# block 1

Block 1, placement density heat map:
17 x 11 tiles, from white (low) to dark blue (high), 0 to 100% covered.
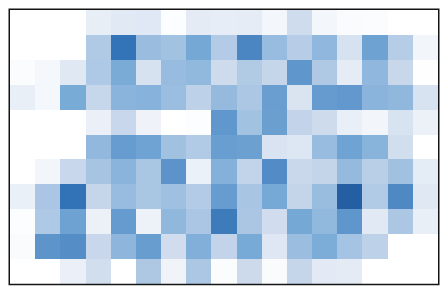

==> src/rtl/pq_dispatch_pkg.sv <==
// pq_dispatch_pkg
// Shared definitions for the priority-queue drain controller: default widths,
// the default dequeue spacing, the gap counter width and the FSM state encoding.
// No ports; imported by every file of the pq_dispatch slice.

package pq_dispatch_pkg;

  localparam int DWIDTH_DEFAULT  = 16;
  localparam int HDEPTH_DEFAULT  = 5;
  localparam int DEQ_GAP_DEFAULT = 2;

  // Wide enough for the largest legal DEQ_GAP-1 (14).
  localparam int GAP_CNT_W = 4;

  typedef enum logic [1:0] {
    ST_IDLE = 2'd0,
    ST_POP  = 2'd1,
    ST_GAP  = 2'd2
  } state_t;

endpackage

==> src/rtl/pq_dispatch_if.sv <==
// pq_dispatch_if
// Bundles the queue-side pop interface and the downstream event handshake.
//   q_count    : queue occupancy (queue -> dispatcher)
//   q_out_data : queue head / minimum timestamp (queue -> dispatcher)
//   q_deq      : one-cycle pop strobe (dispatcher -> queue)
//   ev_vld     : buffered event available (dispatcher -> core)
//   ev_data    : event at buffer head (dispatcher -> core)
//   ev_rdy     : core accepts the event (core -> dispatcher)
// Modports: master = dispatcher view, slave = queue/core environment view.

interface pq_dispatch_if import pq_dispatch_pkg::*; #(
  parameter int DWIDTH = DWIDTH_DEFAULT,
  parameter int HDEPTH = HDEPTH_DEFAULT
);

  logic [HDEPTH-1:0] q_count;
  logic [DWIDTH-1:0] q_out_data;
  logic              q_deq;
  logic              ev_vld;
  logic [DWIDTH-1:0] ev_data;
  logic              ev_rdy;

  modport master (
    input  q_count, q_out_data, ev_rdy,
    output q_deq, ev_vld, ev_data
  );

  modport slave (
    output q_count, q_out_data, ev_rdy,
    input  q_deq, ev_vld, ev_data
  );

endinterface

==> src/rtl/pq_dispatch_buf.sv <==
// pq_dispatch_buf
// Two-entry event FIFO between the queue pop path and the downstream handshake.
// Accepts a push and a pop on the same edge (occupancy unchanged, order kept)
// and has a synchronous clear that takes priority over everything else.
//   CLK, rst  : clock, asynchronous active-high reset
//   clear     : synchronous flush of all entries
//   push      : write push_data at the tail
//   push_data : event word to store
//   pop       : remove head (ignored when empty)
//   vld       : FIFO non-empty
//   head_data : head entry, 0 when empty
//   occ       : current occupancy (0..2)

module pq_dispatch_buf import pq_dispatch_pkg::*; #(
  parameter int DWIDTH = DWIDTH_DEFAULT
) (
  input  logic              CLK,
  input  logic              rst,
  input  logic              clear,
  input  logic              push,
  input  logic [DWIDTH-1:0] push_data,
  input  logic              pop,
  output logic              vld,
  output logic [DWIDTH-1:0] head_data,
  output logic [1:0]        occ
);

  logic [DWIDTH-1:0] mem [2];
  logic              wr_ptr;
  logic              rd_ptr;
  logic [1:0]        count;
  logic              do_pop;
  logic              do_push;

  // A pop only counts when something is stored; a push into a full FIFO is
  // accepted only if the head leaves on the same edge.
  assign do_pop  = pop && (count != 2'd0);
  assign do_push = push && ((count != 2'd2) || do_pop);

  // Storage, pointers and occupancy. Clear resets the pointers so the next
  // push lands in entry 0 again; stale data in mem is never shown because
  // head_data is masked while empty.
  always_ff @(posedge CLK or posedge rst) begin
    if (rst) begin
      wr_ptr <= 1'b0;
      rd_ptr <= 1'b0;
      count  <= 2'd0;
      for (int i = 0; i < 2; i++) begin
        mem[i] <= '0;
      end
    end else if (clear) begin
      wr_ptr <= 1'b0;
      rd_ptr <= 1'b0;
      count  <= 2'd0;
    end else begin
      if (do_push) begin
        mem[wr_ptr] <= push_data;
        wr_ptr      <= ~wr_ptr;
      end
      if (do_pop) begin
        rd_ptr <= ~rd_ptr;
      end
      case ({do_push, do_pop})
        2'b10:   count <= count + 2'd1;
        2'b01:   count <= count - 2'd1;
        default: count <= count;
      endcase
    end
  end

  assign vld       = (count != 2'd0);
  assign head_data = vld ? mem[rd_ptr] : '0;
  assign occ       = count;

endmodule

==> src/rtl/pq_dispatch.sv <==
// pq_dispatch
// Drain-side controller for the PDES event priority queue. Pops the minimum
// event whenever it is eligible (queue non-empty, no flush, buffer room, and
// inside the conservative time window), spaces pops by DEQ_GAP cycles to let
// the queue re-heapify, and hands events downstream through a 2-entry buffer.
//   CLK, rst  : clock, asynchronous active-high reset
//   bus       : queue pop interface + downstream valid/ready (master view)
//   win_en    : apply the time window when 1
//   win_limit : inclusive upper timestamp bound (unsigned)
//   flush     : inhibit new pops and discard buffered events while high
//   busy      : FSM not idle or buffer holds an event
//   disp_cnt  : wrapping count of events accepted downstream

module pq_dispatch import pq_dispatch_pkg::*; #(
  parameter int DWIDTH  = DWIDTH_DEFAULT,
  parameter int HDEPTH  = HDEPTH_DEFAULT,
  parameter int DEQ_GAP = DEQ_GAP_DEFAULT
) (
  input  logic              CLK,
  input  logic              rst,
  pq_dispatch_if.master     bus,
  input  logic              win_en,
  input  logic [DWIDTH-1:0] win_limit,
  input  logic              flush,
  output logic              busy,
  output logic [31:0]       disp_cnt
);

  localparam logic [GAP_CNT_W-1:0] GAP_LOAD = GAP_CNT_W'(DEQ_GAP - 1);

  state_t               state;
  state_t               next_state;
  logic [GAP_CNT_W-1:0] gap_cnt;
  logic [GAP_CNT_W-1:0] gap_next;
  logic                 q_deq_r;
  logic                 in_window;
  logic                 elig;
  logic                 push;
  logic                 fire;
  logic                 buf_vld;
  logic [DWIDTH-1:0]    buf_head;
  logic [1:0]           buf_occ;

  // The head is only trusted in IDLE; during POP/GAP the queue is reshuffling
  // its heap, so eligibility is consumed by the FSM in IDLE alone.
  assign in_window = !win_en || (bus.q_out_data <= win_limit);
  assign elig      = (bus.q_count != HDEPTH'(0)) && !flush &&
                     (buf_occ < 2'd2) && in_window;

  // Next-state logic. POP always lasts one cycle and loads the gap counter;
  // GAP counts down and returns to IDLE on the cycle the counter would reach
  // zero, so pops are DEQ_GAP+1 cycles apart including the IDLE evaluation.
  always_comb begin
    next_state = state;
    gap_next   = gap_cnt;
    case (state)
      ST_IDLE: begin
        if (elig) begin
          next_state = ST_POP;
        end
      end
      ST_POP: begin
        gap_next   = GAP_LOAD;
        next_state = (DEQ_GAP > 1) ? ST_GAP : ST_IDLE;
      end
      ST_GAP: begin
        gap_next = gap_cnt - GAP_CNT_W'(1);
        if (gap_cnt <= GAP_CNT_W'(1)) begin
          next_state = ST_IDLE;
        end
      end
      default: begin
        next_state = ST_IDLE;
      end
    endcase
  end

  // State register. q_deq is registered alongside the state so it is a clean
  // decode of POP and drops immediately when reset is asserted.
  always_ff @(posedge CLK or posedge rst) begin
    if (rst) begin
      state   <= ST_IDLE;
      gap_cnt <= '0;
      q_deq_r <= 1'b0;
    end else begin
      state   <= next_state;
      gap_cnt <= gap_next;
      q_deq_r <= (next_state == ST_POP);
    end
  end

  // The popped head is captured on the edge that ends the POP cycle. Flush
  // clears the buffer on the same edge, which discards a capture in flight.
  assign push = (state == ST_POP);

  pq_dispatch_buf #(
    .DWIDTH(DWIDTH)
  ) u_buf (
    .CLK       (CLK),
    .rst       (rst),
    .clear     (flush),
    .push      (push),
    .push_data (bus.q_out_data),
    .pop       (bus.ev_rdy),
    .vld       (buf_vld),
    .head_data (buf_head),
    .occ       (buf_occ)
  );

  assign bus.q_deq   = q_deq_r;
  assign bus.ev_vld  = buf_vld;
  assign bus.ev_data = buf_head;
  assign fire        = buf_vld && bus.ev_rdy;

  // Count every downstream acceptance; the counter wraps naturally.
  always_ff @(posedge CLK or posedge rst) begin
    if (rst) begin
      disp_cnt <= 32'd0;
    end else if (fire) begin
      disp_cnt <= disp_cnt + 32'd1;
    end
  end

  assign busy = (state != ST_IDLE) || buf_vld;

endmodule

==> src/flat_wrapper.sv <==
// flat-port wrapper written by rule: the top's interface ports become plain ports
module pq_dispatch_flat import pq_dispatch_pkg::*;
#(
  parameter int DWIDTH  = DWIDTH_DEFAULT,
  parameter int HDEPTH  = HDEPTH_DEFAULT,
  parameter int DEQ_GAP = DEQ_GAP_DEFAULT
)
  (CLK, rst, win_en, win_limit, flush, busy, disp_cnt, bus_q_count, bus_q_out_data, bus_ev_rdy, bus_q_deq, bus_ev_vld, bus_ev_data);
  pq_dispatch_if #(.DWIDTH(DWIDTH), .HDEPTH(HDEPTH)) bus_i ();
  input  logic CLK;
  input  logic rst;
  input  logic win_en;
  input  logic [DWIDTH-1:0] win_limit;
  input  logic flush;
  output logic busy;
  output logic [31:0] disp_cnt;
  input wire logic [$bits(bus_i.q_count)-1:0] bus_q_count;
  input wire logic [$bits(bus_i.q_out_data)-1:0] bus_q_out_data;
  input wire logic [$bits(bus_i.ev_rdy)-1:0] bus_ev_rdy;
  output wire logic [$bits(bus_i.q_deq)-1:0] bus_q_deq;
  output wire logic [$bits(bus_i.ev_vld)-1:0] bus_ev_vld;
  output wire logic [$bits(bus_i.ev_data)-1:0] bus_ev_data;
  assign bus_i.q_count = bus_q_count;
  assign bus_i.q_out_data = bus_q_out_data;
  assign bus_i.ev_rdy = bus_ev_rdy;
  assign bus_q_deq = bus_i.q_deq;
  assign bus_ev_vld = bus_i.ev_vld;
  assign bus_ev_data = bus_i.ev_data;
  pq_dispatch #(.DWIDTH(DWIDTH), .HDEPTH(HDEPTH), .DEQ_GAP(DEQ_GAP)) u_core (.CLK(CLK), .rst(rst), .bus(bus_i), .win_en(win_en), .win_limit(win_limit), .flush(flush), .busy(busy), .disp_cnt(disp_cnt));
endmodule
==> config.mk <==
export PLATFORM = sky130hd
export DESIGN_NAME = pq_dispatch_flat
export DESIGN_NICKNAME = d
export VERILOG_FILES = /design/src/rtl/pq_dispatch_pkg.sv /design/src/rtl/pq_dispatch_if.sv /design/src/rtl/pq_dispatch_buf.sv /design/src/rtl/pq_dispatch.sv /design/src/flat_wrapper.sv
export SDC_FILE = /design/constraint.sdc
export NUM_CORES = 1
export LEC_CHECK = 0
export CAP_MARGIN = 5
export CORE_AREA = 5 5 167 105
export CTS_BUF_LIST = sky130_fd_sc_hd__clkbuf_8 sky130_fd_sc_hd__clkbuf_16
export DETAILED_ROUTE_END_ITERATION = 8
export DIE_AREA = 0 0 172 110
export GPL_TIMING_DRIVEN = 1
export PLACE_DENSITY_LB_ADDON = 0.08
export SETUP_SLACK_MARGIN = 0.5
export SLEW_MARGIN = 5
export SYNTH_ARGS = -nofsm -noshare
export SYNTH_HDL_FRONTEND = slang
export SYNTH_SLANG_ARGS = --single-unit
==> constraint.sdc <==
create_clock -name CLK -period 3.5 [get_ports CLK]
set_input_delay 0.35 -clock CLK [delete_from_list [all_inputs] [get_ports CLK]]
set_output_delay 0.35 -clock CLK [all_outputs]
set_load 0.01 [all_outputs]
# block 2

<file path="src/rtl/aes_sbox_arbiter.sv">
`default_nettype none
// ============================================================================
// Module   : aes_sbox_arbiter (with helper aes_sub_byte)
// Purpose  : Shares one combinational AES S-box between NREQ byte requesters.
//            Round-robin arbitration with burst locking, and a single
//            registered response stage with backpressure.
// Ports    : clk, rst_n           - clock, async active-low reset
//            i_req_valid/byte/last - per-requester byte handshake inputs
//            o_req_ready          - per-requester accept (one-hot or zero)
//            o_rsp_valid/byte/id/last, i_rsp_ready - response handshake
//            o_busy               - burst lock held or response pending
// Revision : 1.0 - initial release
// ============================================================================

// ----------------------------------------------------------------------------
// aes_sub_byte: combinational FIPS-197 SubBytes for one byte.
// The multiplicative inverse is computed as x^254 in GF(2^8), followed by the
// standard affine transform. Zero maps to zero before the affine step.
// ----------------------------------------------------------------------------
module aes_sub_byte (
  input  logic [7:0] i_byte,
  output logic [7:0] o_byte
);

  localparam logic [7:0] c_affine = 8'h63;

  function automatic logic [7:0] gf_mul(input logic [7:0] a, input logic [7:0] b);
    logic [7:0] p;
    logic [7:0] aa;
    logic [7:0] bb;
    p  = 8'h00;
    aa = a;
    bb = b;
    for (int k = 0; k < 8; k++) begin
      if (bb[0]) p = p ^ aa;
      // Multiply by x modulo x^8 + x^4 + x^3 + x + 1
      aa = aa[7] ? ({aa[6:0], 1'b0} ^ 8'h1B) : {aa[6:0], 1'b0};
      bb = {1'b0, bb[7:1]};
    end
    return p;
  endfunction

  // x^254 = x^2 * x^4 * ... * x^128
  function automatic logic [7:0] gf_inv(input logic [7:0] a);
    logic [7:0] r;
    logic [7:0] p;
    r = 8'h01;
    p = a;
    for (int k = 1; k < 8; k++) begin
      p = gf_mul(p, p);
      r = gf_mul(r, p);
    end
    return r;
  endfunction

  logic [7:0] w_inv;

  always_comb begin
    w_inv  = gf_inv(i_byte);
    o_byte = 8'h00;
    for (int i = 0; i < 8; i++) begin
      o_byte[i] = w_inv[i] ^ w_inv[(i + 4) % 8] ^ w_inv[(i + 5) % 8]
                ^ w_inv[(i + 6) % 8] ^ w_inv[(i + 7) % 8] ^ c_affine[i];
    end
  end

endmodule

// ----------------------------------------------------------------------------
// aes_sbox_arbiter: top level
// ----------------------------------------------------------------------------
module aes_sbox_arbiter #(
  parameter int NREQ = 2,
  parameter int IDW  = $clog2(NREQ)
) (
  input  logic              clk,
  input  logic              rst_n,
  input  logic [NREQ-1:0]   i_req_valid,
  input  logic [NREQ*8-1:0] i_req_byte,
  input  logic [NREQ-1:0]   i_req_last,
  output logic [NREQ-1:0]   o_req_ready,
  output logic              o_rsp_valid,
  input  logic              i_rsp_ready,
  output logic [7:0]        o_rsp_byte,
  output logic [IDW-1:0]    o_rsp_id,
  output logic              o_rsp_last,
  output logic              o_busy
);

  typedef enum logic [0:0] {
    ST_IDLE   = 1'b0,
    ST_LOCKED = 1'b1
  } state_t;

  state_t         r_state;
  state_t         w_state_nxt;
  logic [IDW-1:0] r_owner;
  logic [IDW-1:0] w_owner_nxt;
  logic [IDW-1:0] r_rr_ptr;
  logic [IDW-1:0] w_rr_ptr_nxt;

  logic           r_rsp_valid;
  logic [7:0]     r_rsp_byte;
  logic [IDW-1:0] r_rsp_id;
  logic           r_rsp_last;

  logic [IDW-1:0] w_gnt_idx;
  logic           w_gnt_any;
  logic           w_can_acc;
  logic           w_xfer;
  logic [7:0]     w_sel_byte;
  logic           w_sel_last;
  logic [7:0]     w_sub_byte;

  assign w_can_acc = !r_rsp_valid || i_rsp_ready;
  // rst_n gates the transfer so req_ready is held low during reset.
  assign w_xfer    = rst_n && w_gnt_any && w_can_acc;

  // Grant selection: locked owner, or first valid requester from rr_ptr.
  always_comb begin : p_arb
    int             j;
    logic [IDW-1:0] idx;
    w_gnt_idx = '0;
    w_gnt_any = 1'b0;
    j         = 0;
    idx       = '0;
    if (r_state == ST_LOCKED) begin
      w_gnt_idx = r_owner;
      w_gnt_any = i_req_valid[r_owner];
    end else begin
      for (int k = 0; k < NREQ; k++) begin
        j = int'(r_rr_ptr) + k;
        if (j >= NREQ) j = j - NREQ;
        idx = IDW'(j);
        if (!w_gnt_any && i_req_valid[idx]) begin
          w_gnt_any = 1'b1;
          w_gnt_idx = idx;
        end
      end
    end
  end

  always_comb begin
    o_req_ready = '0;
    if (w_xfer) o_req_ready[w_gnt_idx] = 1'b1;
  end

  // S-box input mux; defaults to index 0 when nothing is granted.
  always_comb begin
    w_sel_byte = i_req_byte[7:0];
    w_sel_last = i_req_last[0];
    for (int k = 0; k < NREQ; k++) begin
      if (w_gnt_any && (IDW'(k) == w_gnt_idx)) begin
        w_sel_byte = i_req_byte[k*8 +: 8];
        w_sel_last = i_req_last[k];
      end
    end
  end

  aes_sub_byte u_sbox (
    .i_byte (w_sel_byte),
    .o_byte (w_sub_byte)
  );

  // FSM state register
  always_ff @(posedge clk or negedge rst_n) begin
    if (!rst_n) begin
      r_state  <= ST_IDLE;
      r_owner  <= '0;
      r_rr_ptr <= '0;
    end else begin
      r_state  <= w_state_nxt;
      r_owner  <= w_owner_nxt;
      r_rr_ptr <= w_rr_ptr_nxt;
    end
  end

  // FSM next state. rr_ptr advances only when a burst completes, so a whole
  // burst counts as a single round-robin turn.
  always_comb begin
    w_state_nxt  = r_state;
    w_owner_nxt  = r_owner;
    w_rr_ptr_nxt = r_rr_ptr;
    if (w_xfer) begin
      if (w_sel_last) begin
        w_state_nxt  = ST_IDLE;
        w_rr_ptr_nxt = (w_gnt_idx == IDW'(NREQ - 1)) ? '0 : w_gnt_idx + 1'b1;
      end else begin
        w_state_nxt = ST_LOCKED;
        w_owner_nxt = w_gnt_idx;
      end
    end
  end

  // Response register: a new load takes priority over a consume, which
  // keeps rsp_valid high without a bubble when both happen together.
  always_ff @(posedge clk or negedge rst_n) begin
    if (!rst_n) begin
      r_rsp_valid <= 1'b0;
      r_rsp_byte  <= 8'h00;
      r_rsp_id    <= '0;
      r_rsp_last  <= 1'b0;
    end else if (w_xfer) begin
      r_rsp_valid <= 1'b1;
      r_rsp_byte  <= w_sub_byte;
      r_rsp_id    <= w_gnt_idx;
      r_rsp_last  <= w_sel_last;
    end else if (r_rsp_valid && i_rsp_ready) begin
      r_rsp_valid <= 1'b0;
    end
  end

  assign o_rsp_valid = r_rsp_valid;
  assign o_rsp_byte  = r_rsp_byte;
  assign o_rsp_id    = r_rsp_id;
  assign o_rsp_last  = r_rsp_last;
  assign o_busy      = (r_state == ST_LOCKED) || r_rsp_valid;

endmodule
`default_nettype wire

</file>
<file path="config.mk">
export PLATFORM = sky130hd
export DESIGN_NAME = aes_sbox_arbiter
export DESIGN_NICKNAME = d
export VERILOG_FILES = /design/src/rtl/aes_sbox_arbiter.sv
export SDC_FILE = /design/constraint.sdc
export NUM_CORES = 1
export LEC_CHECK = 0
export CAP_MARGIN = 5
export CORE_UTILIZATION = 55
export CTS_CLUSTER_SIZE = 40
export DETAILED_ROUTE_END_ITERATION = 10
export HOLD_SLACK_MARGIN = 0.12
export PLACE_DENSITY_LB_ADDON = 0.1
export SYNTH_ARGS = -nofsm -noshare
export SYNTH_HDL_FRONTEND = slang
export SYNTH_SLANG_ARGS = --single-unit
</file>
<file path="constraint.sdc">
create_clock -name clk -period 38.7 [get_ports clk]
set_input_delay 3.87 -clock clk [delete_from_list [all_inputs] [get_ports clk]]
set_output_delay 3.87 -clock clk [all_outputs]
set_load 0.01 [all_outputs]
</file>
# block 3

<file path="src/rtl/unified_mem_arbiter_if.sv">
// Bus bundle between the fetch/memory stages, the arbiter and the unified memory.
// The slave view is the arbiter; the master view is everything around it.
interface unified_mem_arbiter_if #(
  parameter int unsigned ADDR_W = 32,
  parameter int unsigned DATA_W = 32
);
  logic              if_req;
  logic [ADDR_W-1:0] if_addr;
  logic [DATA_W-1:0] if_rdata;
  logic              if_done;
  logic              d_req;
  logic              d_we;
  logic [ADDR_W-1:0] d_addr;
  logic [DATA_W-1:0] d_wdata;
  logic [DATA_W-1:0] d_rdata;
  logic              d_done;
  logic              stall_f;
  logic              stall_m;
  logic              mem_req;
  logic              mem_we;
  logic [ADDR_W-1:0] mem_addr;
  logic [DATA_W-1:0] mem_wdata;
  logic [DATA_W-1:0] mem_rdata;
  logic              mem_ready;
  logic              bus_err;

  modport slave (
    input  if_req, if_addr, d_req, d_we, d_addr, d_wdata, mem_rdata, mem_ready,
    output if_rdata, if_done, d_rdata, d_done, stall_f, stall_m,
           mem_req, mem_we, mem_addr, mem_wdata, bus_err
  );

  modport master (
    output if_req, if_addr, d_req, d_we, d_addr, d_wdata, mem_rdata, mem_ready,
    input  if_rdata, if_done, d_rdata, d_done, stall_f, stall_m,
           mem_req, mem_we, mem_addr, mem_wdata, bus_err
  );
endinterface

</file>
<file path="src/rtl/unified_mem_arbiter.sv">
// Single-port unified memory arbiter: fetch vs. data (data wins), one access in flight,
// registered memory request, done pulses with captured read data, and a no-response watchdog.
module unified_mem_arbiter #(
  parameter int unsigned ADDR_W  = 32,
  parameter int unsigned DATA_W  = 32,
  parameter int unsigned TIMEOUT = 64
) (
  input  logic                 clk,
  input  logic                 reset,
  unified_mem_arbiter_if.slave bus
);
  localparam bit          WD_EN = (TIMEOUT > 0);
  localparam int unsigned CNT_W = WD_EN ? $clog2(TIMEOUT + 1) : 1;
  localparam logic [CNT_W-1:0] CNT_LAST = CNT_W'(TIMEOUT - 1);

  typedef enum logic [1:0] {IDLE = 2'd0, D_BUSY = 2'd1, I_BUSY = 2'd2} state_e;

  state_e            state_q, state_d;
  logic              mem_req_q, mem_req_d;
  logic              mem_we_q, mem_we_d;
  logic [ADDR_W-1:0] mem_addr_q, mem_addr_d;
  logic [DATA_W-1:0] mem_wdata_q, mem_wdata_d;
  logic [DATA_W-1:0] if_rdata_q, if_rdata_d;
  logic [DATA_W-1:0] d_rdata_q, d_rdata_d;
  logic              if_done_q, if_done_d;
  logic              d_done_q, d_done_d;
  logic              bus_err_q, bus_err_d;
  logic [CNT_W-1:0]  wd_cnt_q, wd_cnt_d;

  logic              d_elig, i_elig, wd_expire, finish;
  logic [DATA_W-1:0] rsp_data;

  // Next-state, memory request and response capture
  always_comb begin
    state_d     = state_q;
    mem_req_d   = mem_req_q;
    mem_we_d    = mem_we_q;
    mem_addr_d  = mem_addr_q;
    mem_wdata_d = mem_wdata_q;
    if_rdata_d  = if_rdata_q;
    d_rdata_d   = d_rdata_q;
    if_done_d   = 1'b0;
    d_done_d    = 1'b0;
    bus_err_d   = bus_err_q;
    wd_cnt_d    = wd_cnt_q;

    // A request still high during its own done cycle is stale.
    d_elig    = bus.d_req & ~d_done_q;
    i_elig    = bus.if_req & ~if_done_q;
    wd_expire = WD_EN && (state_q != IDLE) && !bus.mem_ready && (wd_cnt_q == CNT_LAST);
    finish    = bus.mem_ready | wd_expire;
    rsp_data  = bus.mem_ready ? bus.mem_rdata : '0;

    case (state_q)
      IDLE: begin
        if (d_elig) begin
          state_d     = D_BUSY;
          mem_req_d   = 1'b1;
          mem_we_d    = bus.d_we;
          mem_addr_d  = bus.d_addr;
          mem_wdata_d = bus.d_wdata;
          wd_cnt_d    = '0;
        end else if (i_elig) begin
          state_d    = I_BUSY;
          mem_req_d  = 1'b1;
          mem_we_d   = 1'b0;
          mem_addr_d = bus.if_addr;
          wd_cnt_d   = '0;
        end
      end
      D_BUSY, I_BUSY: begin
        if (finish) begin
          state_d   = IDLE;
          mem_req_d = 1'b0;
          mem_we_d  = 1'b0;
          bus_err_d = bus_err_q | wd_expire;
          if (state_q == D_BUSY) begin
            d_done_d = 1'b1;
            if (!mem_we_q) d_rdata_d = rsp_data;
          end else begin
            if_done_d  = 1'b1;
            if_rdata_d = rsp_data;
          end
        end else if (WD_EN) begin
          wd_cnt_d = wd_cnt_q + CNT_W'(1);
        end
      end
      default: state_d = IDLE;
    endcase
  end

  always_ff @(posedge clk) begin
    if (reset) begin
      state_q     <= IDLE;
      mem_req_q   <= 1'b0;
      mem_we_q    <= 1'b0;
      mem_addr_q  <= '0;
      mem_wdata_q <= '0;
      if_rdata_q  <= '0;
      d_rdata_q   <= '0;
      if_done_q   <= 1'b0;
      d_done_q    <= 1'b0;
      bus_err_q   <= 1'b0;
      wd_cnt_q    <= '0;
    end else begin
      state_q     <= state_d;
      mem_req_q   <= mem_req_d;
      mem_we_q    <= mem_we_d;
      mem_addr_q  <= mem_addr_d;
      mem_wdata_q <= mem_wdata_d;
      if_rdata_q  <= if_rdata_d;
      d_rdata_q   <= d_rdata_d;
      if_done_q   <= if_done_d;
      d_done_q    <= d_done_d;
      bus_err_q   <= bus_err_d;
      wd_cnt_q    <= wd_cnt_d;
    end
  end

  assign bus.mem_req   = mem_req_q;
  assign bus.mem_we    = mem_we_q;
  assign bus.mem_addr  = mem_addr_q;
  assign bus.mem_wdata = mem_wdata_q;
  assign bus.if_rdata  = if_rdata_q;
  assign bus.d_rdata   = d_rdata_q;
  assign bus.if_done   = if_done_q;
  assign bus.d_done    = d_done_q;
  assign bus.bus_err   = bus_err_q;
  assign bus.stall_f   = bus.if_req & ~if_done_q;
  assign bus.stall_m   = bus.d_req & ~d_done_q;
endmodule
</file>
<file path="src/flat_wrapper.sv">
// flat-port wrapper written by rule: the top's interface ports become plain ports
module unified_mem_arbiter_flat 
#(
  parameter int unsigned ADDR_W  = 32,
  parameter int unsigned DATA_W  = 32,
  parameter int unsigned TIMEOUT = 64
)
  (clk, reset, bus_if_req, bus_if_addr, bus_d_req, bus_d_we, bus_d_addr, bus_d_wdata, bus_mem_rdata, bus_mem_ready, bus_if_rdata, bus_if_done, bus_d_rdata, bus_d_done, bus_stall_f, bus_stall_m, bus_mem_req, bus_mem_we, bus_mem_addr, bus_mem_wdata, bus_bus_err);
  unified_mem_arbiter_if #(.ADDR_W(ADDR_W), .DATA_W(DATA_W)) bus_i ();
  input  logic clk;
  input  logic reset;
  input wire logic [$bits(bus_i.if_req)-1:0] bus_if_req;
  input wire logic [$bits(bus_i.if_addr)-1:0] bus_if_addr;
  input wire logic [$bits(bus_i.d_req)-1:0] bus_d_req;
  input wire logic [$bits(bus_i.d_we)-1:0] bus_d_we;
  input wire logic [$bits(bus_i.d_addr)-1:0] bus_d_addr;
  input wire logic [$bits(bus_i.d_wdata)-1:0] bus_d_wdata;
  input wire logic [$bits(bus_i.mem_rdata)-1:0] bus_mem_rdata;
  input wire logic [$bits(bus_i.mem_ready)-1:0] bus_mem_ready;
  output wire logic [$bits(bus_i.if_rdata)-1:0] bus_if_rdata;
  output wire logic [$bits(bus_i.if_done)-1:0] bus_if_done;
  output wire logic [$bits(bus_i.d_rdata)-1:0] bus_d_rdata;
  output wire logic [$bits(bus_i.d_done)-1:0] bus_d_done;
  output wire logic [$bits(bus_i.stall_f)-1:0] bus_stall_f;
  output wire logic [$bits(bus_i.stall_m)-1:0] bus_stall_m;
  output wire logic [$bits(bus_i.mem_req)-1:0] bus_mem_req;
  output wire logic [$bits(bus_i.mem_we)-1:0] bus_mem_we;
  output wire logic [$bits(bus_i.mem_addr)-1:0] bus_mem_addr;
  output wire logic [$bits(bus_i.mem_wdata)-1:0] bus_mem_wdata;
  output wire logic [$bits(bus_i.bus_err)-1:0] bus_bus_err;
  assign bus_i.if_req = bus_if_req;
  assign bus_i.if_addr = bus_if_addr;
  assign bus_i.d_req = bus_d_req;
  assign bus_i.d_we = bus_d_we;
  assign bus_i.d_addr = bus_d_addr;
  assign bus_i.d_wdata = bus_d_wdata;
  assign bus_i.mem_rdata = bus_mem_rdata;
  assign bus_i.mem_ready = bus_mem_ready;
  assign bus_if_rdata = bus_i.if_rdata;
  assign bus_if_done = bus_i.if_done;
  assign bus_d_rdata = bus_i.d_rdata;
  assign bus_d_done = bus_i.d_done;
  assign bus_stall_f = bus_i.stall_f;
  assign bus_stall_m = bus_i.stall_m;
  assign bus_mem_req = bus_i.mem_req;
  assign bus_mem_we = bus_i.mem_we;
  assign bus_mem_addr = bus_i.mem_addr;
  assign bus_mem_wdata = bus_i.mem_wdata;
  assign bus_bus_err = bus_i.bus_err;
  unified_mem_arbiter #(.ADDR_W(ADDR_W), .DATA_W(DATA_W), .TIMEOUT(TIMEOUT)) u_core (.clk(clk), .reset(reset), .bus(bus_i));
endmodule
</file>
<file path="config.mk">
export PLATFORM = sky130hd
export DESIGN_NAME = unified_mem_arbiter_flat
export DESIGN_NICKNAME = d
export VERILOG_FILES = /design/src/rtl/unified_mem_arbiter_if.sv /design/src/rtl/unified_mem_arbiter.sv /design/src/flat_wrapper.sv
export SDC_FILE = /design/constraint.sdc
export NUM_CORES = 1
export LEC_CHECK = 0
export CAP_MARGIN = 20
export CORE_ASPECT_RATIO = 0.9
export CORE_UTILIZATION = 36
export DETAILED_ROUTE_END_ITERATION = 7
export PLACE_DENSITY = 0.82
export SYNTH_ARGS = -nofsm -noshare
export SYNTH_HDL_FRONTEND = slang
export SYNTH_SLANG_ARGS = --single-unit
</file>
<file path="constraint.sdc">
create_clock -name clk -period 1.76 [get_ports clk]
set_input_delay 0.352 -clock clk [delete_from_list [all_inputs] [get_ports clk]]
set_output_delay 0.352 -clock clk [all_outputs]
set_load 0.05 [all_outputs]
</file>
# block 4

--- src/rtl/spi_sched_pkg.sv ---
// rtl/spi_sched_pkg.sv - shared types and widths for the SPI master scheduler
package spi_sched_pkg;

    localparam int SPI_CMD_W = 16;

    typedef enum logic [1:0] {
        IDLE,
        ISSUE,
        WAIT_DONE,
        GAP
    } state_t;

    typedef logic port_id_t;

endpackage

--- src/rtl/spi_rr_arb2.sv ---
// rtl/spi_rr_arb2.sv - two-requester round-robin selector
module spi_rr_arb2
    import spi_sched_pkg::*;
(
    input  logic     req0,
    input  logic     req1,
    input  port_id_t last_served,
    output logic     gnt_valid,
    output port_id_t gnt_id
);

    assign gnt_valid = req0 | req1;
    // On a tie the port that was not served last wins.
    assign gnt_id    = (req0 & req1) ? ~last_served : req1;

endmodule

--- src/rtl/spi_sched.sv ---
// rtl/spi_sched.sv - shares one SPI master between two requesters; SPI_SCHED_TIMEOUT_EN adds a WAIT_DONE timeout
module spi_sched
    import spi_sched_pkg::*;
#(
    parameter int GAP_CYCLES     = 4,
    parameter int TIMEOUT_CYCLES = 1024
) (
    input  logic                 clk,
    input  logic                 rst,
    input  logic                 req0,
    input  logic [SPI_CMD_W-1:0] cmd0,
    input  logic                 req1,
    input  logic [SPI_CMD_W-1:0] cmd1,
    output logic                 ack0,
    output logic                 ack1,
    output logic [SPI_CMD_W-1:0] rd_data,
    output logic                 err,
    output logic                 busy,
    output logic                 wrt,
    output logic [SPI_CMD_W-1:0] spi_cmd,
    input  logic                 spi_done,
    input  logic [SPI_CMD_W-1:0] spi_rd_data
);

    if (GAP_CYCLES < 1 || GAP_CYCLES > 255 || TIMEOUT_CYCLES < 1) begin : g_bad_params
        $error("spi_sched: parameter out of range");
    end

    state_t                 state_q, state_d;
    port_id_t               owner_q, owner_d;
    port_id_t               last_q, last_d;
    logic [SPI_CMD_W-1:0]   cmd_q, cmd_d;
    logic [SPI_CMD_W-1:0]   rd_q, rd_d;
    logic [7:0]             gap_q, gap_d;
    logic                   done_q;
    logic                   done_rise;
    logic                   cpl;
    logic                   tmo;
    logic                   finish;
    logic                   gnt_valid;
    port_id_t               gnt_id;

    spi_rr_arb2 u_arb (
        .req0        (req0),
        .req1        (req1),
        .last_served (last_q),
        .gnt_valid   (gnt_valid),
        .gnt_id      (gnt_id)
    );

    // A done level left over from the previous transaction never shows a rise.
    assign done_rise = spi_done & ~done_q;
    assign cpl       = (state_q == WAIT_DONE) & done_rise;

`ifdef SPI_SCHED_TIMEOUT_EN
    localparam int TO_W = $clog2(TIMEOUT_CYCLES + 1);
    logic [TO_W-1:0] to_q, to_d;

    assign tmo  = (state_q == WAIT_DONE) & ~done_rise & (to_q == TO_W'(TIMEOUT_CYCLES));
    assign to_d = (state_q == WAIT_DONE) ? to_q + 1'b1 : '0;

    always_ff @(posedge clk) begin
        if (rst) to_q <= '0;
        else     to_q <= to_d;
    end
`else
    assign tmo = 1'b0;
`endif

    assign finish = cpl | tmo;

    always_comb begin
        state_d = state_q;
        owner_d = owner_q;
        last_d  = last_q;
        cmd_d   = cmd_q;
        rd_d    = rd_q;
        gap_d   = gap_q;
        wrt     = 1'b0;
        case (state_q)
            IDLE: begin
                if (gnt_valid) begin
                    owner_d = gnt_id;
                    cmd_d   = gnt_id ? cmd1 : cmd0;
                    state_d = ISSUE;
                end
            end
            ISSUE: begin
                wrt     = 1'b1;
                state_d = WAIT_DONE;
            end
            WAIT_DONE: begin
                if (finish) begin
                    rd_d    = cpl ? spi_rd_data : '0;
                    last_d  = owner_q;
                    gap_d   = 8'(GAP_CYCLES);
                    state_d = GAP;
                end
            end
            GAP: begin
                gap_d = gap_q - 8'd1;
                if (gap_q == 8'd1) state_d = IDLE;
            end
            default: state_d = IDLE;
        endcase
    end

    always_ff @(posedge clk) begin
        if (rst) begin
            state_q <= IDLE;
            owner_q <= 1'b0;
            last_q  <= 1'b1;
            cmd_q   <= '0;
            rd_q    <= '0;
            gap_q   <= '0;
            done_q  <= 1'b0;
        end else begin
            state_q <= state_d;
            owner_q <= owner_d;
            last_q  <= last_d;
            cmd_q   <= cmd_d;
            rd_q    <= rd_d;
            gap_q   <= gap_d;
            done_q  <= spi_done;
        end
    end

    // rd_d carries the response in the ack cycle so the word is visible alongside ack.
    assign rd_data = rd_d;
    assign ack0    = finish & (owner_q == 1'b0);
    assign ack1    = finish & (owner_q == 1'b1);
    assign err     = tmo;
    assign busy    = (state_q != IDLE);
    assign spi_cmd = cmd_q;

endmodule

--- config.mk ---
export PLATFORM = sky130hd
export DESIGN_NAME = spi_sched
export DESIGN_NICKNAME = d
export VERILOG_FILES = /design/src/rtl/spi_sched_pkg.sv /design/src/rtl/spi_rr_arb2.sv /design/src/rtl/spi_sched.sv
export SDC_FILE = /design/constraint.sdc
export NUM_CORES = 1
export LEC_CHECK = 0
export CORE_UTILIZATION = 39
export CTS_BUF_LIST = sky130_fd_sc_hd__clkbuf_8
export CTS_CLUSTER_SIZE = 12
export DETAILED_ROUTE_END_ITERATION = 7
export PLACE_DENSITY = 0.82
export SYNTH_ARGS = -nofsm -noshare
export SYNTH_HDL_FRONTEND = slang
export SYNTH_SLANG_ARGS = --single-unit
export TNS_END_PERCENT = 1
--- constraint.sdc ---
create_clock -name clk -period 1.61 [get_ports clk]
set_input_delay 0.161 -clock clk [delete_from_list [all_inputs] [get_ports clk]]
set_output_delay 0.161 -clock clk [all_outputs]
set_load 0.005 [all_outputs]
Block 3, sequential cells coloured by netlist name:
Other sequential cells in the stronger grey, the rest of the logic in the fainter grey.
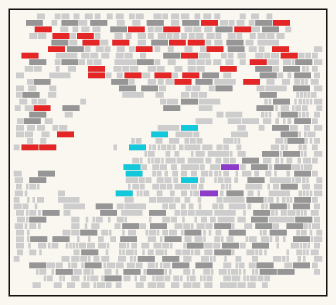
legend:
  cyan:
    netlist_name: u_core.wd_cnt_q
    placed_flops: 7
    where: centre
  red:
    netlist_name: u_core.bus.d_rdata
    placed_flops: 32
  purple:
    netlist_name: u_core.state_q
    placed_flops: 2
not coloured: 101
footprint of the flip-flops and latches: 0.00285 mm²
share of the final layout cell area in sequential cells: 32.3%
share of the core filled with cells in the final layout: 60.2%

==> run notes, block 3 <==
Physical implementation

The run finished with clean final reports. The total die size is 0.0155 mm². The die is 131 µm wide.

The ratio of routed vias to standard cells is 5.11. The share of layout cells above drive strength 1 is 26.8%. The number of post-CTS setup repair buffers is 0. Summing all multi-input logic gate instances after layout gives 0.00235 mm². The required time of the worst setup path is 2.06 ns. When the netlist entered floorplanning its net count stood at 709. The worst setup path is captured at a register.

The number of buffers created by CTS is 17. The tally of clock buffers in the finished layout is 19. The maximum clock frequency is 569 MHz.

After detailed routing, no signal wire sits above met5. The layout stage reports a final design area of 0.00882 mm². The routed wire length is 16300 µm. The routed length per placed instance is 15.5 µm.

The remaining antenna violation count is 0. The number of antenna violations at the first check in global routing came to 2. The number of placement rows is 42. The clock tree buffer depth is 2. Global routing consumed, over all layers together, 21.3% of the routing resources. The number of multi-input combinational cells in the layout is 370. In this run the vertical extent of the chip is 118 µm.

The fraction of cell area in multi-input combinational cells is reported as 26.6%. The worst slack at placement is -0.249 ns. The number of global-route vias before repair is 5197. The number of hold buffers added after CTS is 0. The most common cell in the synthesized netlist is dfxtp_1.

Sorting the Yosys area breakdown by cell type puts at the top dfxtp_1. The maximum level of the CTS H-tree is 4. In this run, distinct cell masters in the synthesized netlist total 44. After layout, the minimum clock period comes to 1.76 ns. The number of enable flip-flop cells is 0. The worst reg-to-reg setup slack is 0.002 ns.

The post-DP HPWL is 11400 µm. In the final report, the number of endpoints failing setup comes to 0. TritonCTS built the clock tree. The number of antenna diodes in the final layout is 1.

Tap insertion was completed with 198 tapcells.
Block 4, signal wires on met2:
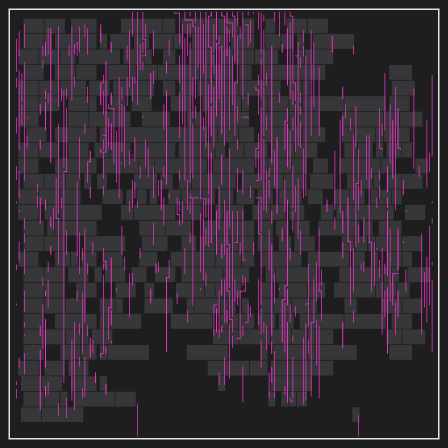
wire length on this layer: 2660 µm
main direction: vertical
share of all routed wire: 51%
longest straight run: 36.9 µm
nets with wire on the layer: 346
Routed Wire Length: 5220 µm
GR Util met2: 31.2%
overall via count from detail_route: 1998

Block 4, metal 1:
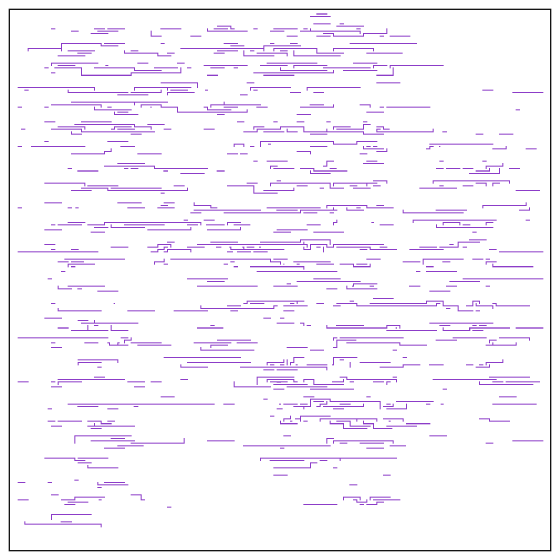
nets with wire on the layer: 358
longest straight run: 20.2 µm
share of all routed wire: 40%
wire length on this layer: 2100 µm
met1 Track Usage GR: 19.6%

==> run notes, block 4 <==
Physical implementation

The flow ran to the end, but the final reports show violations. The final reports fail on negative setup slack. Per the synth stats, the flop cell with the highest instance count is dfxtp_1.

The largest stage delay on the critical path is 0.34 ns. The instance count after placement with tap cells included is 405. The worst reg-to-reg setup slack is 0.06 ns.

In the layout the commonest cells are clkdlybuf4s50_1, dfxtp_1, nand2_1, nor2_1, buf_4. The startpoint of the tightest hold check path is cmd0[11]. After layout, the worst setup slack is -0.123 ns.

On the final layout, the worst hold slack is 0.497 ns. The number of cells reported by Yosys stat comes to 242. The most frequent cell on the critical path is nand2_1. The global route total overflow is 0. The share of layout cells above drive strength 1 is 27.4%. The end-of-flow timing check tallies setup violations at 14.

For reference, the top logic cell family by area is simple AND/OR/NAND/NOR gates.
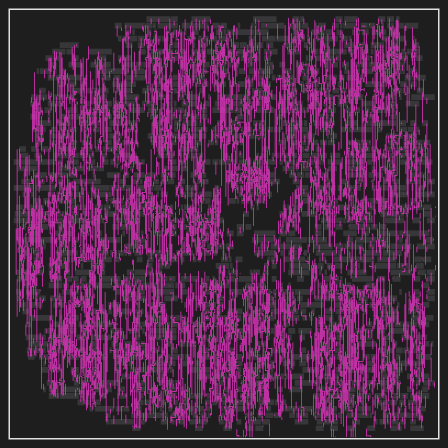
Block 2: signal wires on met2
wire length on this layer: 23.7 mm
longest straight run: 51.0 µm
overall via count from detail_route: 16900
GR Util met2: 51.8%
Routed Wire Length: 52000 µm

==> run notes, block 2 <==
Physical implementation

The worst setup path is captured at a register. The cell taking the most area after synthesis is xnor2_1. Data on the critical path arrives at its endpoint at 23.52 ns. The proportion of cell area occupied by registers is 1.94%. The checks that failed: design-rule violations. The total number of yosys warnings is 0. In the global route stage, overall resource usage came out at 32.1%. The total die size is 0.0321 mm².

The type of the setup path with the least slack is in2reg. Final hold analysis gives a worst-case slack of 0.485 ns. The number of remaining DRC errors is 12. The number of enable flip-flop cells is 0.

The fraction of synthesis flops using an asynchronous set or reset pin is 100%.

Clock buffers in the final layout number 3. The number of diodes is 0. CTS built an H-tree with a depth of 1. Synthesis produced a netlist whose cell count is 2342. The area growth from synthesis to layout is 4.25%. The routing usage on met1 is 45.8%.

The largest cell class by area is combinational gates. Post-route period utilization is reported as 60.5%. Entering global routing, the biggest net connects 36 pins. At the end of routability-driven placement, the weighted congestion stood at 0.936.

The number of post-CTS setup repair buffers is 0. The kind of start point of the critical path is an input port.

In this run the mean area of a mapped cell was 7.38 µm². The number of hold buffers added after CTS is 0. The number of antenna violations at the first check in global routing is 0. The share of synthesized cell area in full adder, half adder and majority cells is 0.507%.

The worst path needs 23.40 ns of the cycle, external delays included. The DRC marker count from the first detailed-route iteration is 1773. The worst reg2reg path endpoint is o_rsp_byte[0]$_DFFE_PN0P_. The design has 14 sequential cells.

The summed instance area of the synthesized netlist is 0.0173 mm². The total number of clock tree sinks is 14. From left edge to right edge, the die measures 179 µm.

The CTS tree is yes. The run finished, with violations left. The most critical setup path has its startpoint at i_req_valid[1].
Block 1, placed standard cells:
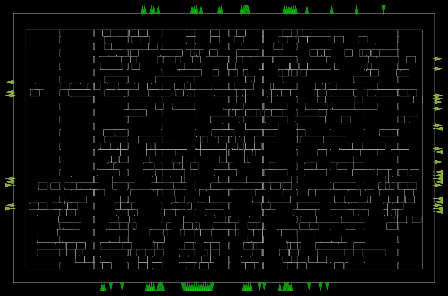
Site Rows: 36
placeable core area: 0.0159 mm²
share of the final layout cell area in sequential cells: 34.9%

Notes on 'placement density heat map' of block 1 above:
fullest tile: 81%
nearly empty tiles: 17%
mean over tiles: 27%
densest ninth of the die: centre
tiles over 75% full: 0.50%
Floorplan Utilization: 24.5%
share of the core filled with cells in the final layout: 33.9%

==> run notes, block 1 <==
Physical implementation

On the critical path the largest part of the delay comes from buffers and inverters. After synthesis, the cell types taking the most area are dfrtp_1, mux2_2, ha_1. The type of the setup path with the least slack is reg2out. The die outline height is 110 µm.

The maximum level of the CTS H-tree is 3. OpenSTA, run right after detailed placement, puts the worst setup slack at 0.999 ns. Synthesis produced a netlist whose cell count is 358.

Before any placement, the netlist area is recorded as 0.00388 mm². Summing all multiplexer cells gives an area fraction of 14.0%. The number of remaining DRC errors is 0.

The flow ran to the end, and the final reports show no timing, DRC or antenna violations. Summing the areas of all compound-gate instances in the mapped netlist gives 4.93% of the synthesized area. The post-DP HPWL is 7660 µm. The met3 track demand over resource is 3.24%. The finished layout cell area is 0.00538 mm². The depth of the worst register-to-register path is 6. The first routing iteration left 187 violations. The largest total area in the synthesized netlist belongs to dfrtp_1. Per the synthesis report, the simple-gate share of the synthesized area is 14.2%. The worst setup path is launched from a register.

The synthesized netlist was found by Yosys to have 358 cells. The clock tree buffer depth is 2. Entering global routing, the biggest net connects 76 pins. Per the synth stats, the proportion of register bits with asynchronous set or reset is 100%.

The routed via count is 2932.

# block 5

Block 5, metal 1:
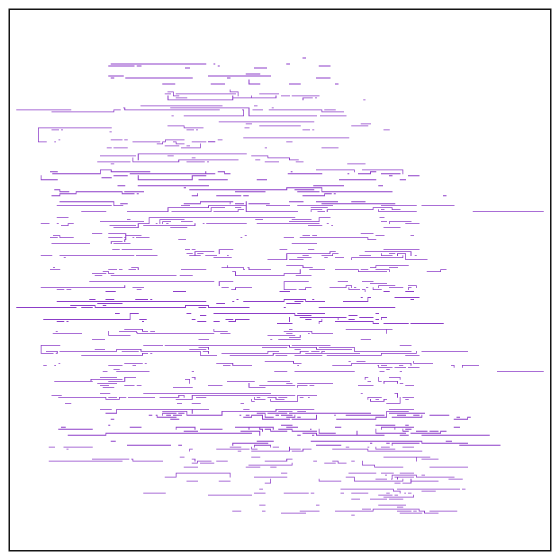
Block 5, placement density heat map:
9 x 9 tiles, from white (low) to dark blue (high), 0 to 100% covered.
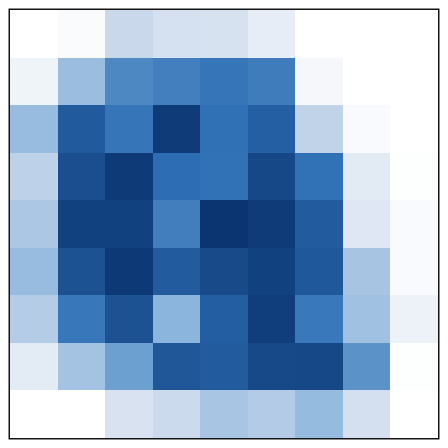
===== src/rtl/rx_fifo_if.sv =====
// Handshake bundle between the Rx shifter/host side and the rx_fifo byte buffer.
// The master side is the shifter plus host. The slave side is the FIFO itself.
interface rx_fifo_if #(
    parameter int ADDR_W = 3
);
    logic [7:0]      wr_data;
    logic            wr_valid;
    logic            rd_en;
    logic            clr_overrun;
    logic [7:0]      rd_data;
    logic            rd_valid;
    logic            empty;
    logic            full;
    logic [ADDR_W:0] count;
    logic            overrun;

    modport master (
        output wr_data, wr_valid, rd_en, clr_overrun,
        input  rd_data, rd_valid, empty, full, count, overrun
    );

    modport slave (
        input  wr_data, wr_valid, rd_en, clr_overrun,
        output rd_data, rd_valid, empty, full, count, overrun
    );
endinterface


===== src/rtl/rx_fifo.sv =====
// Circular receive byte buffer fed by the Rx shifter's done strobe and drained by the host.
// The optional sticky overrun flag is built only when RX_FIFO_OVERRUN_EN is defined.
module rx_fifo #(
    parameter int DEPTH  = 8,
    parameter int ADDR_W = 3
) (
    input logic       clk,
    input logic       rst_n,
    rx_fifo_if.slave  bus
);
    localparam logic [ADDR_W:0] DEPTH_C = DEPTH[ADDR_W:0];

    logic [7:0]        mem [DEPTH];
    logic [ADDR_W-1:0] wp;
    logic [ADDR_W-1:0] rp;
    logic [ADDR_W:0]   cnt;
    logic [7:0]        rd_data_q;
    logic              rd_valid_q;
    logic              is_full;
    logic              is_empty;
    logic              rd_acc;
    logic              wr_acc;

    assign is_full  = (cnt == DEPTH_C);
    assign is_empty = (cnt == '0);
    assign rd_acc   = bus.rd_en && !is_empty;
    // A write into a full FIFO can still land when a read frees a slot in the same cycle.
    assign wr_acc   = bus.wr_valid && (!is_full || rd_acc);

    // Storage is not reset; its contents are don't-care until written.
    always_ff @(posedge clk) begin
        if (wr_acc) begin
            mem[wp] <= bus.wr_data;
        end
    end

    always_ff @(posedge clk or negedge rst_n) begin
        if (!rst_n) begin
            wp         <= '0;
            rp         <= '0;
            cnt        <= '0;
            rd_data_q  <= 8'h00;
            rd_valid_q <= 1'b0;
        end else begin
            rd_valid_q <= rd_acc;
            if (wr_acc) begin
                wp <= wp + ADDR_W'(1);
            end
            if (rd_acc) begin
                rd_data_q <= mem[rp];
                rp        <= rp + ADDR_W'(1);
            end
            case ({wr_acc, rd_acc})
                2'b10:   cnt <= cnt + (ADDR_W + 1)'(1);
                2'b01:   cnt <= cnt - (ADDR_W + 1)'(1);
                default: cnt <= cnt;
            endcase
        end
    end

`ifdef RX_FIFO_OVERRUN_EN
    logic drop;
    logic overrun_q;

    assign drop = bus.wr_valid && is_full && !rd_acc;

    // A fresh drop beats a simultaneous clear so no lost byte goes unreported.
    always_ff @(posedge clk or negedge rst_n) begin
        if (!rst_n) begin
            overrun_q <= 1'b0;
        end else if (drop) begin
            overrun_q <= 1'b1;
        end else if (bus.clr_overrun) begin
            overrun_q <= 1'b0;
        end
    end

    assign bus.overrun = overrun_q;
`else
    assign bus.overrun = 1'b0;
`endif

    assign bus.rd_data  = rd_data_q;
    assign bus.rd_valid = rd_valid_q;
    assign bus.empty    = is_empty;
    assign bus.full     = is_full;
    assign bus.count    = cnt;
endmodule


===== src/flat_wrapper.sv =====
// flat-port wrapper written by rule: the top's interface ports become plain ports
module rx_fifo_flat 
#(
    parameter int DEPTH  = 8,
    parameter int ADDR_W = 3
)
  (clk, rst_n, bus_wr_data, bus_wr_valid, bus_rd_en, bus_clr_overrun, bus_rd_data, bus_rd_valid, bus_empty, bus_full, bus_count, bus_overrun);
  rx_fifo_if #(.ADDR_W(ADDR_W)) bus_i ();
  input logic clk;
  input logic rst_n;
  input wire logic [$bits(bus_i.wr_data)-1:0] bus_wr_data;
  input wire logic [$bits(bus_i.wr_valid)-1:0] bus_wr_valid;
  input wire logic [$bits(bus_i.rd_en)-1:0] bus_rd_en;
  input wire logic [$bits(bus_i.clr_overrun)-1:0] bus_clr_overrun;
  output wire logic [$bits(bus_i.rd_data)-1:0] bus_rd_data;
  output wire logic [$bits(bus_i.rd_valid)-1:0] bus_rd_valid;
  output wire logic [$bits(bus_i.empty)-1:0] bus_empty;
  output wire logic [$bits(bus_i.full)-1:0] bus_full;
  output wire logic [$bits(bus_i.count)-1:0] bus_count;
  output wire logic [$bits(bus_i.overrun)-1:0] bus_overrun;
  assign bus_i.wr_data = bus_wr_data;
  assign bus_i.wr_valid = bus_wr_valid;
  assign bus_i.rd_en = bus_rd_en;
  assign bus_i.clr_overrun = bus_clr_overrun;
  assign bus_rd_data = bus_i.rd_data;
  assign bus_rd_valid = bus_i.rd_valid;
  assign bus_empty = bus_i.empty;
  assign bus_full = bus_i.full;
  assign bus_count = bus_i.count;
  assign bus_overrun = bus_i.overrun;
  rx_fifo #(.DEPTH(DEPTH), .ADDR_W(ADDR_W)) u_core (.clk(clk), .rst_n(rst_n), .bus(bus_i));
endmodule

===== config.mk =====
export PLATFORM = sky130hd
export DESIGN_NAME = rx_fifo_flat
export DESIGN_NICKNAME = d
export VERILOG_FILES = /design/src/rtl/rx_fifo_if.sv /design/src/rtl/rx_fifo.sv /design/src/flat_wrapper.sv
export SDC_FILE = /design/constraint.sdc
export NUM_CORES = 1
export LEC_CHECK = 0
export CAP_MARGIN = 20
export CORE_MARGIN = 5
export CORE_UTILIZATION = 51
export DETAILED_ROUTE_END_ITERATION = 16
export HOLD_SLACK_MARGIN = 0.15
export PLACE_DENSITY = 0.85
export SYNTH_ARGS = -nofsm -noshare
export SYNTH_HDL_FRONTEND = slang
export SYNTH_SLANG_ARGS = --single-unit

===== constraint.sdc =====
create_clock -name clk -period 2.75 [get_ports clk]
set_clock_uncertainty 0.15 [all_clocks]
set_input_delay 0.275 -clock clk [delete_from_list [all_inputs] [get_ports clk]]
set_output_delay 0.275 -clock clk [all_outputs]
set_load 0.05 [all_outputs]

==> run notes <==
Physical implementation

Per the detail_route report, vias per standard cell equal 5.68. The worst path in the final design needs a cycle of 2.66 ns, including I/O delays and setup. The combinational family with the most area after synthesis is multiplexers.

The register with the most flip-flops in the layout has 64 of them. Checking max transition, the worst relative margin is 39.6%. For reference, the top cells by area after synthesis are edfxtp_1, dfrtp_1, mux2_2.

The die outline height is 92.0 µm. The final worst-path setup slack is 0.0893 ns. The flow ran to the end, and the final reports show no timing, DRC or antenna violations.

The global route total overflow is 0. The proportion of cell area occupied by registers is 58.9%. The reported combinational group power is 1.86 mW. The total die size is 0.00846 mm².

The combinational fraction of design power is 39.9%. The number of antenna violations at the first check in global routing is 0. The number of nets in the synthesized netlist is 238. Along the worst path, the maximum fanout reaches 2.
About 'metal 1' of block 5:
share of all routed wire: 41%
main direction: horizontal
longest straight run: 25.3 µm
wire length on this layer: 2620 µm
nets with wire on the layer: 257
Routed Wire Length: 6380 µm
met1 Track Usage GR: 19.5%
overall via count from detail_route: 1938

About 'placement density heat map' of block 5:
tiles over 75% full: 31%
mean over tiles: 47%
emptiest ninth of the die: upper right
share of the core filled with cells in the final layout: 63.1%
Floorplan Utilization: 53.1%
placeable core area: 0.00646 mm²



==> screenshots <==
Sequential cells coloured by netlist name.
Other sequential cells in the stronger grey, the rest of the logic in the fainter grey.
image #1
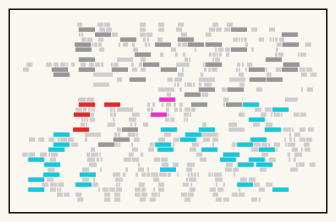
image #2
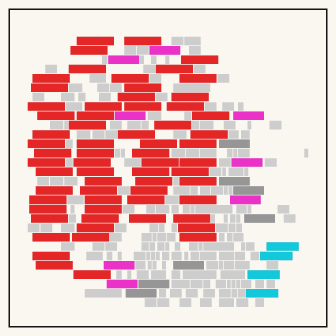
image #3
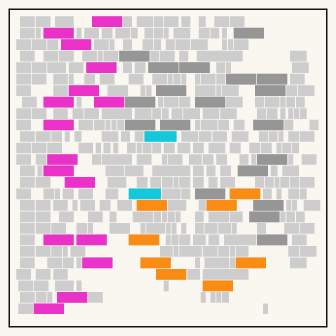
| from | picture |
|---|---|
| block 4 | image #3 |
| block 1 | image #1 |
| block 5 | image #2 |
- fewest sequential cells: image #3
- fewest cells: image #2

Power figures rest on the tool's default switching activity, not on a simulated workload.
